=== counter_sequencer ===
**counter_sequencer: signal wires on met3**

Bar = 20 microns.
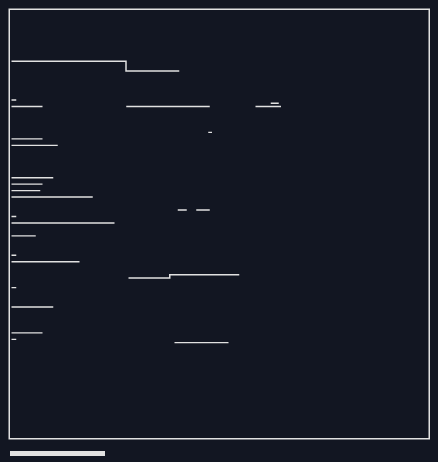
**counter_sequencer: met2 routing**

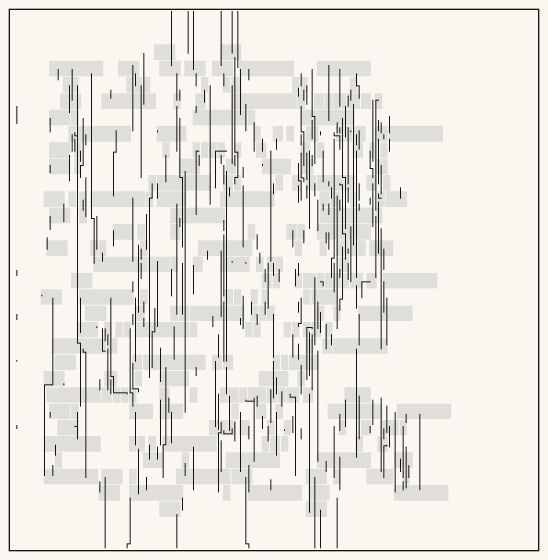
File: src/rtl/counter_sequencer.sv
// Command sequencer for the 4-bit multi-mode counter: preload, run for N rco wraps, report done/err.
// Outputs are registered from the next state so they line up with the state they describe.
module counter_sequencer #(
  parameter int WIDTH   = 4,
  parameter int WRAP_W  = 8,
  parameter int TIMEOUT = 15
) (
  input  logic              clk,
  input  logic              reset,
  input  logic              cmd_valid,
  output logic              cmd_ready,
  input  logic [1:0]        cmd_mode,
  input  logic [WIDTH-1:0]  cmd_data,
  input  logic [WRAP_W-1:0] cmd_wraps,
  input  logic              abort,
  output logic              ctr_enable,
  output logic [1:0]        ctr_mode,
  output logic [WIDTH-1:0]  ctr_D,
  input  logic              ctr_rco,
  input  logic              ctr_load,
  output logic              busy,
  output logic              done,
  output logic              err
);
  localparam int TO_W = $clog2(TIMEOUT + 1);

  typedef enum logic [2:0] {S_IDLE, S_LOAD, S_RUN, S_DONE, S_ERR} state_t;

  state_t            r_state, w_next;
  logic [1:0]        r_mode;
  logic [WIDTH-1:0]  r_data;
  logic [WRAP_W-1:0] r_wraps, r_wrap, w_wrap_inc;
  logic [TO_W-1:0]   r_to;
  logic              w_accept;
  logic              w_enable, w_ready, w_busy, w_done, w_err;
  logic [1:0]        w_mode;
  logic [WIDTH-1:0]  w_D;

  assign w_accept   = cmd_valid && cmd_ready;
  assign w_wrap_inc = r_wrap + 1'b1;

  // State register plus registered outputs, wrap counter and load timeout counter
  always_ff @(posedge clk or posedge reset) begin
    if (reset) begin
      r_state    <= S_IDLE;
      r_mode     <= '0;
      r_data     <= '0;
      r_wraps    <= '0;
      r_wrap     <= '0;
      r_to       <= '0;
      cmd_ready  <= 1'b1;
      ctr_enable <= 1'b0;
      ctr_mode   <= 2'b00;
      ctr_D      <= '0;
      busy       <= 1'b0;
      done       <= 1'b0;
      err        <= 1'b0;
    end else begin
      r_state    <= w_next;
      cmd_ready  <= w_ready;
      ctr_enable <= w_enable;
      ctr_mode   <= w_mode;
      ctr_D      <= w_D;
      busy       <= w_busy;
      done       <= w_done;
      err        <= w_err;
      if (w_accept) begin
        r_mode  <= cmd_mode;
        r_data  <= cmd_data;
        r_wraps <= cmd_wraps;
        r_wrap  <= '0;
      end else if (r_state == S_RUN && ctr_rco && !abort) begin
        r_wrap <= w_wrap_inc;
      end
      r_to <= (r_state == S_LOAD) ? r_to + TO_W'(1) : '0;
    end
  end

  // Abort outranks load acknowledge, timeout and rco
  always_comb begin
    w_next = r_state;
    case (r_state)
      S_IDLE: if (w_accept) w_next = S_LOAD;
      S_LOAD: begin
        if (abort)                              w_next = S_IDLE;
        else if (ctr_load)                      w_next = (r_mode == 2'b11 || r_wraps == '0) ? S_DONE : S_RUN;
        else if (r_to == TO_W'(TIMEOUT - 1))    w_next = S_ERR;
      end
      S_RUN: begin
        if (abort)                              w_next = S_IDLE;
        else if (ctr_rco && w_wrap_inc == r_wraps) w_next = S_DONE;
      end
      S_DONE:  w_next = S_IDLE;
      S_ERR:   w_next = S_IDLE;
      default: w_next = S_IDLE;
    endcase
  end

  // Mode/data hold their last value outside LOAD/RUN
  always_comb begin
    w_enable = (w_next == S_LOAD) || (w_next == S_RUN);
    w_ready  = (w_next == S_IDLE);
    w_busy   = (w_next != S_IDLE);
    w_done   = (w_next == S_DONE);
    w_err    = (w_next == S_ERR);
    w_mode   = ctr_mode;
    w_D      = ctr_D;
    if (w_next == S_LOAD)     w_mode = 2'b11;
    else if (w_next == S_RUN) w_mode = r_mode;
    if (w_accept)             w_D = cmd_data;
  end
endmodule
File: config.mk
export PLATFORM = sky130hd
export DESIGN_NAME = counter_sequencer
export DESIGN_NICKNAME = d
export VERILOG_FILES = /design/src/rtl/counter_sequencer.sv
export SDC_FILE = /design/constraint.sdc
export NUM_CORES = 1
export LEC_CHECK = 0
export ABC_AREA = 1
export CORE_AREA = 5 5 83 85
export CTS_CLUSTER_DIAMETER = 120
export CTS_CLUSTER_SIZE = 12
export DETAILED_ROUTE_END_ITERATION = 8
export DIE_AREA = 0 0 88 90
export GPL_TIMING_DRIVEN = 0
export PLACE_DENSITY_LB_ADDON = 0.08
export SYNTH_ARGS = -nofsm -noshare
export SYNTH_HDL_FRONTEND = slang
export SYNTH_SLANG_ARGS = --single-unit
File: constraint.sdc
create_clock -name clk -period 5.24 [get_ports clk]
set_input_delay 0.786 -clock clk [delete_from_list [all_inputs] [get_ports clk]]
set_output_delay 0.786 -clock clk [all_outputs]
set_load 0.02 [all_outputs]
==> impl_metrics.tcl <==
# implementation run metrics
set metrics [dict create \
    status "finished, final reports clean" \
    synth_top_cell_by_area "dfrtp_1" \
    wl_mm 4.02 \
    clock_power_share 0.262 \
    antenna_found_initial 0 \
    cts-root-buf "clkbuf_8" \
    share_seq_of_total_power 0.396 \
    p_leak_nw 1.10 \
    met1_usage 0.149 \
    dp_slack_ns 2.65 \
    cp_max_fo 9 \
    buffers 32 \
    tap_cells 77 \
    rsz0062_at_grt "false" \
    synth_area_per_cell_sq_um 7.98 \
    area_delta_synth_final_pct 29.5 \
    crit_type "input pin to flip-flop" \
    reg2reg_depth 13 \
    swShare 0.347 \
    drv_cap 0 \
    path_common_cell "nand2_1" \
    synthesis.area_sq_um 1770 \
    reg_top3 "r_wrap: 8 flops, r_wraps: 8 flops" \
    met2_usage 0.168 \
    cpPeakStageDelay_ns 0.45 \
    clk-power_uw 267 \
    die_area_sq_um 7920 \
    yosys_warnings 0 \
    holdWs_ns 0.483 \
    critical-path-top-delay-family "buffers and inverters" \
    hpwlAfterDp_mm 2.99 \
    hp-class "flip-flop to flip-flop" \
    relSlewSlack 0.477 \
    drcViolationCount 0 \
    fin_worst_skew_ns 0.00531 \
    postCtsSetupBuffers 0 \
    synthFlopType "dfrtp_1" \
    dr.pass1.iters 4 \
    grt_pass1_wl_mm 7.02 \
    top_cell_area_share 0.494 \
    rr_startpoint "r_wrap[0]$_DFFE_PP0P_" \
    cp-startpoint "cmd_valid" \
    fin_nets 282 \
    peakVddDrop_mv 0.205 \
    rows 29 \
]
## Picture notes: 'signal wires on met3' of counter_sequencer
wire length on this layer: 217 microns
share of all routed wire: 5.4%

## Picture notes: 'met2 routing' of counter_sequencer
main direction: vertical
longest straight run: 42.8 microns

logic make-up (layout without fill, tap and decap cells):
kind of cell,count (synthesis),count (layout),share of synthesized area
flip-flops,36,36,0.509
AND/OR/NAND/NOR,119,119,0.304
buffers and inverters,37,75,0.0784
AND-OR/OR-AND,25,25,0.0777
adder cells (fa/ha/maj),3,3,0.0212
XOR/XNOR,2,2,0.00989
worst min-delay path by stage:
stage / startpoint / to / slack (ns) / cells after the start
floorplan: r_to[0]$_DFF_PP0_ / r_to[0]$_DFF_PP0_ / 0.45 / 1
global placement: ctr_D[0]$_DFFE_PP0P_ / ctr_D[0]$_DFFE_PP0P_ / 0.47 / 2
detailed placement: ctr_D[1]$_DFFE_PP0P_ / ctr_D[1]$_DFFE_PP0P_ / 0.47 / 2
CTS: ctr_D[3]$_DFFE_PP0P_ / ctr_D[3]$_DFFE_PP0P_ / 0.49 / 2
global route: ctr_D[3]$_DFFE_PP0P_ / ctr_D[3]$_DFFE_PP0P_ / 0.52 / 2
finish: ctr_D[3]$_DFFE_PP0P_ / ctr_D[3]$_DFFE_PP0P_ / 0.48 / 2
tightest hold or removal path, cell delays in order (launching register included):
cell and delay [ns]:
dfrtp_1 0.35, nand2_1 0.05, nand2_1 0.05

=== demux_1to2_buf ===
$ cat src/rtl/demux_1to2_buf.sv
// Registered 1-to-2 demultiplexer with valid/ready handshaking.
// Each output has a one-entry holding register and a wrapping transfer counter.
module demux_1to2_buf #(
    parameter int unsigned WIDTH = 16,
    parameter int unsigned CW    = 8
) (
    input  logic             CLK,
    input  logic             RST_N,
    input  logic [WIDTH-1:0] din,
    input  logic             din_valid,
    input  logic             sel,
    output logic             din_ready,
    output logic [WIDTH-1:0] dout_0,
    output logic             dout_0_valid,
    input  logic             dout_0_ready,
    output logic [WIDTH-1:0] dout_1,
    output logic             dout_1_valid,
    input  logic             dout_1_ready,
    output logic [CW-1:0]    count_0,
    output logic [CW-1:0]    count_1
);

    logic acc;
    logic load_0;
    logic load_1;
    logic drn_0;
    logic drn_1;

    // Ready looks only at the addressed buffer; a draining buffer can take a new word.
    always_comb begin
        din_ready = 1'b0;
        if (sel) begin
            din_ready = !dout_1_valid || dout_1_ready;
        end else begin
            din_ready = !dout_0_valid || dout_0_ready;
        end
    end

    assign acc    = din_valid && din_ready;
    assign load_0 = acc && !sel;
    assign load_1 = acc && sel;
    assign drn_0  = dout_0_valid && dout_0_ready;
    assign drn_1  = dout_1_valid && dout_1_ready;

    // Output 0 buffer: a load wins over a same-cycle drain.
    always_ff @(posedge CLK or negedge RST_N) begin
        if (!RST_N) begin
            dout_0       <= '0;
            dout_0_valid <= 1'b0;
        end else if (load_0) begin
            dout_0       <= din;
            dout_0_valid <= 1'b1;
        end else if (drn_0) begin
            dout_0_valid <= 1'b0;
        end
    end

    // Output 1 buffer: a load wins over a same-cycle drain.
    always_ff @(posedge CLK or negedge RST_N) begin
        if (!RST_N) begin
            dout_1       <= '0;
            dout_1_valid <= 1'b0;
        end else if (load_1) begin
            dout_1       <= din;
            dout_1_valid <= 1'b1;
        end else if (drn_1) begin
            dout_1_valid <= 1'b0;
        end
    end

    // Completed-transfer counters, wrapping without saturation.
    always_ff @(posedge CLK or negedge RST_N) begin
        if (!RST_N) begin
            count_0 <= '0;
            count_1 <= '0;
        end else begin
            if (drn_0) begin
                count_0 <= count_0 + CW'(1);
            end
            if (drn_1) begin
                count_1 <= count_1 + CW'(1);
            end
        end
    end

endmodule

$ cat config.mk
export PLATFORM = sky130hd
export DESIGN_NAME = demux_1to2_buf
export DESIGN_NICKNAME = d
export VERILOG_FILES = /design/src/rtl/demux_1to2_buf.sv
export SDC_FILE = /design/constraint.sdc
export NUM_CORES = 1
export LEC_CHECK = 0
export ABC_CLOCK_PERIOD_IN_PS = 1500
export CORE_MARGIN = 5
export CORE_UTILIZATION = 39
export DETAILED_ROUTE_END_ITERATION = 8
export PLACE_DENSITY_LB_ADDON = 0.1
export SLEW_MARGIN = 20
export SYNTH_ARGS = -nofsm -noshare
export SYNTH_HDL_FRONTEND = slang
export SYNTH_SLANG_ARGS = --single-unit
$ cat constraint.sdc
create_clock -name CLK -period 1.5 [get_ports CLK]
set_input_delay 0.225 -clock CLK [delete_from_list [all_inputs] [get_ports CLK]]
set_output_delay 0.225 -clock CLK [all_outputs]
set_load 0.02 [all_outputs]
**demux_1to2_buf: signal wires on met3**

Bar = 20 microns.
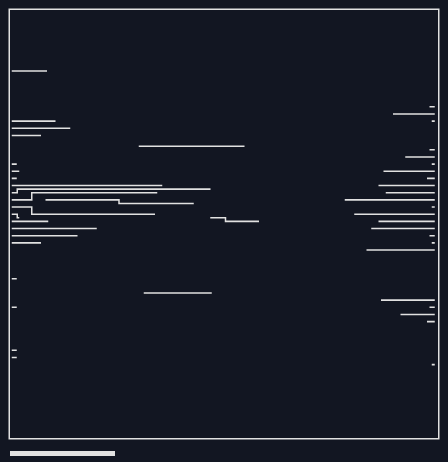
main direction: horizontal
nets with wire on the layer: 44
share of all routed wire: 9.8%
wire length on this layer: 402 microns
final WL: 4.12 mm
Via Count: 1,343

==> impl_metrics.tcl <==
# implementation run metrics
set metrics [dict create \
    reg_top3 "dout_0: 16 flops, dout_1: 16 flops" \
    area_delta_synth_final_pct 50.3 \
    m1WireLength_mm 1.69 \
    status "finished, final reports clean" \
    synth_top_cell_by_count "dfrtp_1" \
    fp_util 0.396 \
    yosys_area_sq_um 1980 \
    netSwitchingPower_mw 1.40 \
    edf_count 0 \
    yosys_warnings 0 \
    yosysSeqAreaShare 0.631 \
    port_buffers 72 \
    avgViaCountPerCell 4.54 \
    internal_power_mw 2.68 \
    finalWorstSetupSlack_ns 0.0292 \
    cp.required_ns 1.68 \
    fillers 460 \
    netlist_top_cells_count "dfrtp_1, mux2_2, nand2_1, xor2_1" \
    synth_cells 136 \
    dr.pass1.iters 2 \
    track_usage 0.136 \
    warning_count 27 \
    start_kind "input pin" \
    place_congestion 0.763 \
]
**demux_1to2_buf: placement by cell class**

Fill, decap, tap and diode cells in gray.
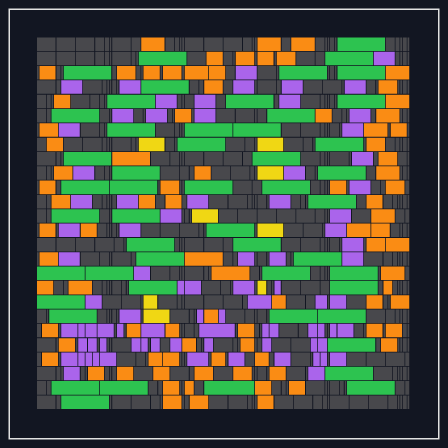
legend:
  green:
    class: flops
    cells: 50
    share_of_their_area: 43%
  yellow:
    class: clock drivers and dummy loads
    cells: 8
    share_of_their_area: 3.3%
  orange:
    class: other buffers and delay cells
    cells: 85
    share_of_their_area: 29%
  purple:
    class: combinational and other logic
    cells: 83
    share_of_their_area: 24%

power groups by stage:
stage | sequential, mW | combinational (mW) | clock, mW
2_1_floorplan | 2.28 | 0.382 | 0
3_3_place_gp | 1.92 | 1.58 | 0
3_5_place_dp | 1.94 | 1.59 | 0
4_1_cts | 1.91 | 1.43 | 0.825
5_1_grt | 1.95 | 1.50 | 0.884
6_report | 1.90 | 1.39 | 0.791
layout make-up:
class / instances / area, sq um / area share
clock buffers: 6 / 82.6 / 0.0277
clock inverters: 2 / 12.5 / 0.00420
inverters: 1 / 3.75 / 0.00126
multi-input cells: 82 / 702 / 0.236
flip-flops and latches: 50 / 1250 / 0.420
well taps: 70 / 87.6 / 0.0294
repair buffers: 85 / 838 / 0.281
stage by stage:
step	instance area, sq um	util	setup TNS [ns]	std cells
after floorplan	1980	-	0	136
after global placement	2890	0.577	-8.48	287
after detailed placement	2890	0.577	-9.13	287
after CTS	2940	0.588	0	296
after global routing	2980	0.595	-0.222	296
final	2980	0.595	0	296
timing repair:
action | CTS | global route
resized | 40 | 14
setup buffers | 0 | 0
endpoints found under the setup margin | 37 | 30
endpoints found under the hold margin | 22 | 0
hold buffers | 1 | 0


==> layout pictures side by side <==
Port wiring.
picture 1
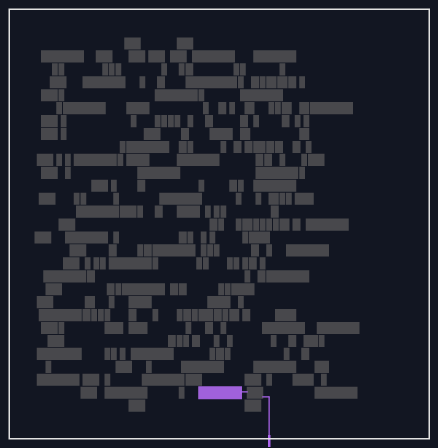
picture 2
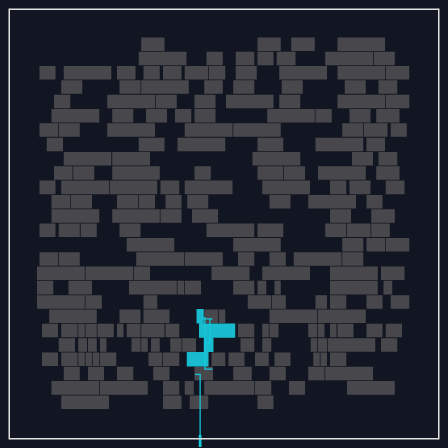
demux_1to2_buf is picture 2.
counter_sequencer is picture 1.

Key to picture 2:
legend:
  cyan:
    port: sel
    bits: 1
    direction: input
    end_cells: 4
    buffers: 2
    wire: 31.8 microns

Power is estimated from default activity; no workload was simulated.
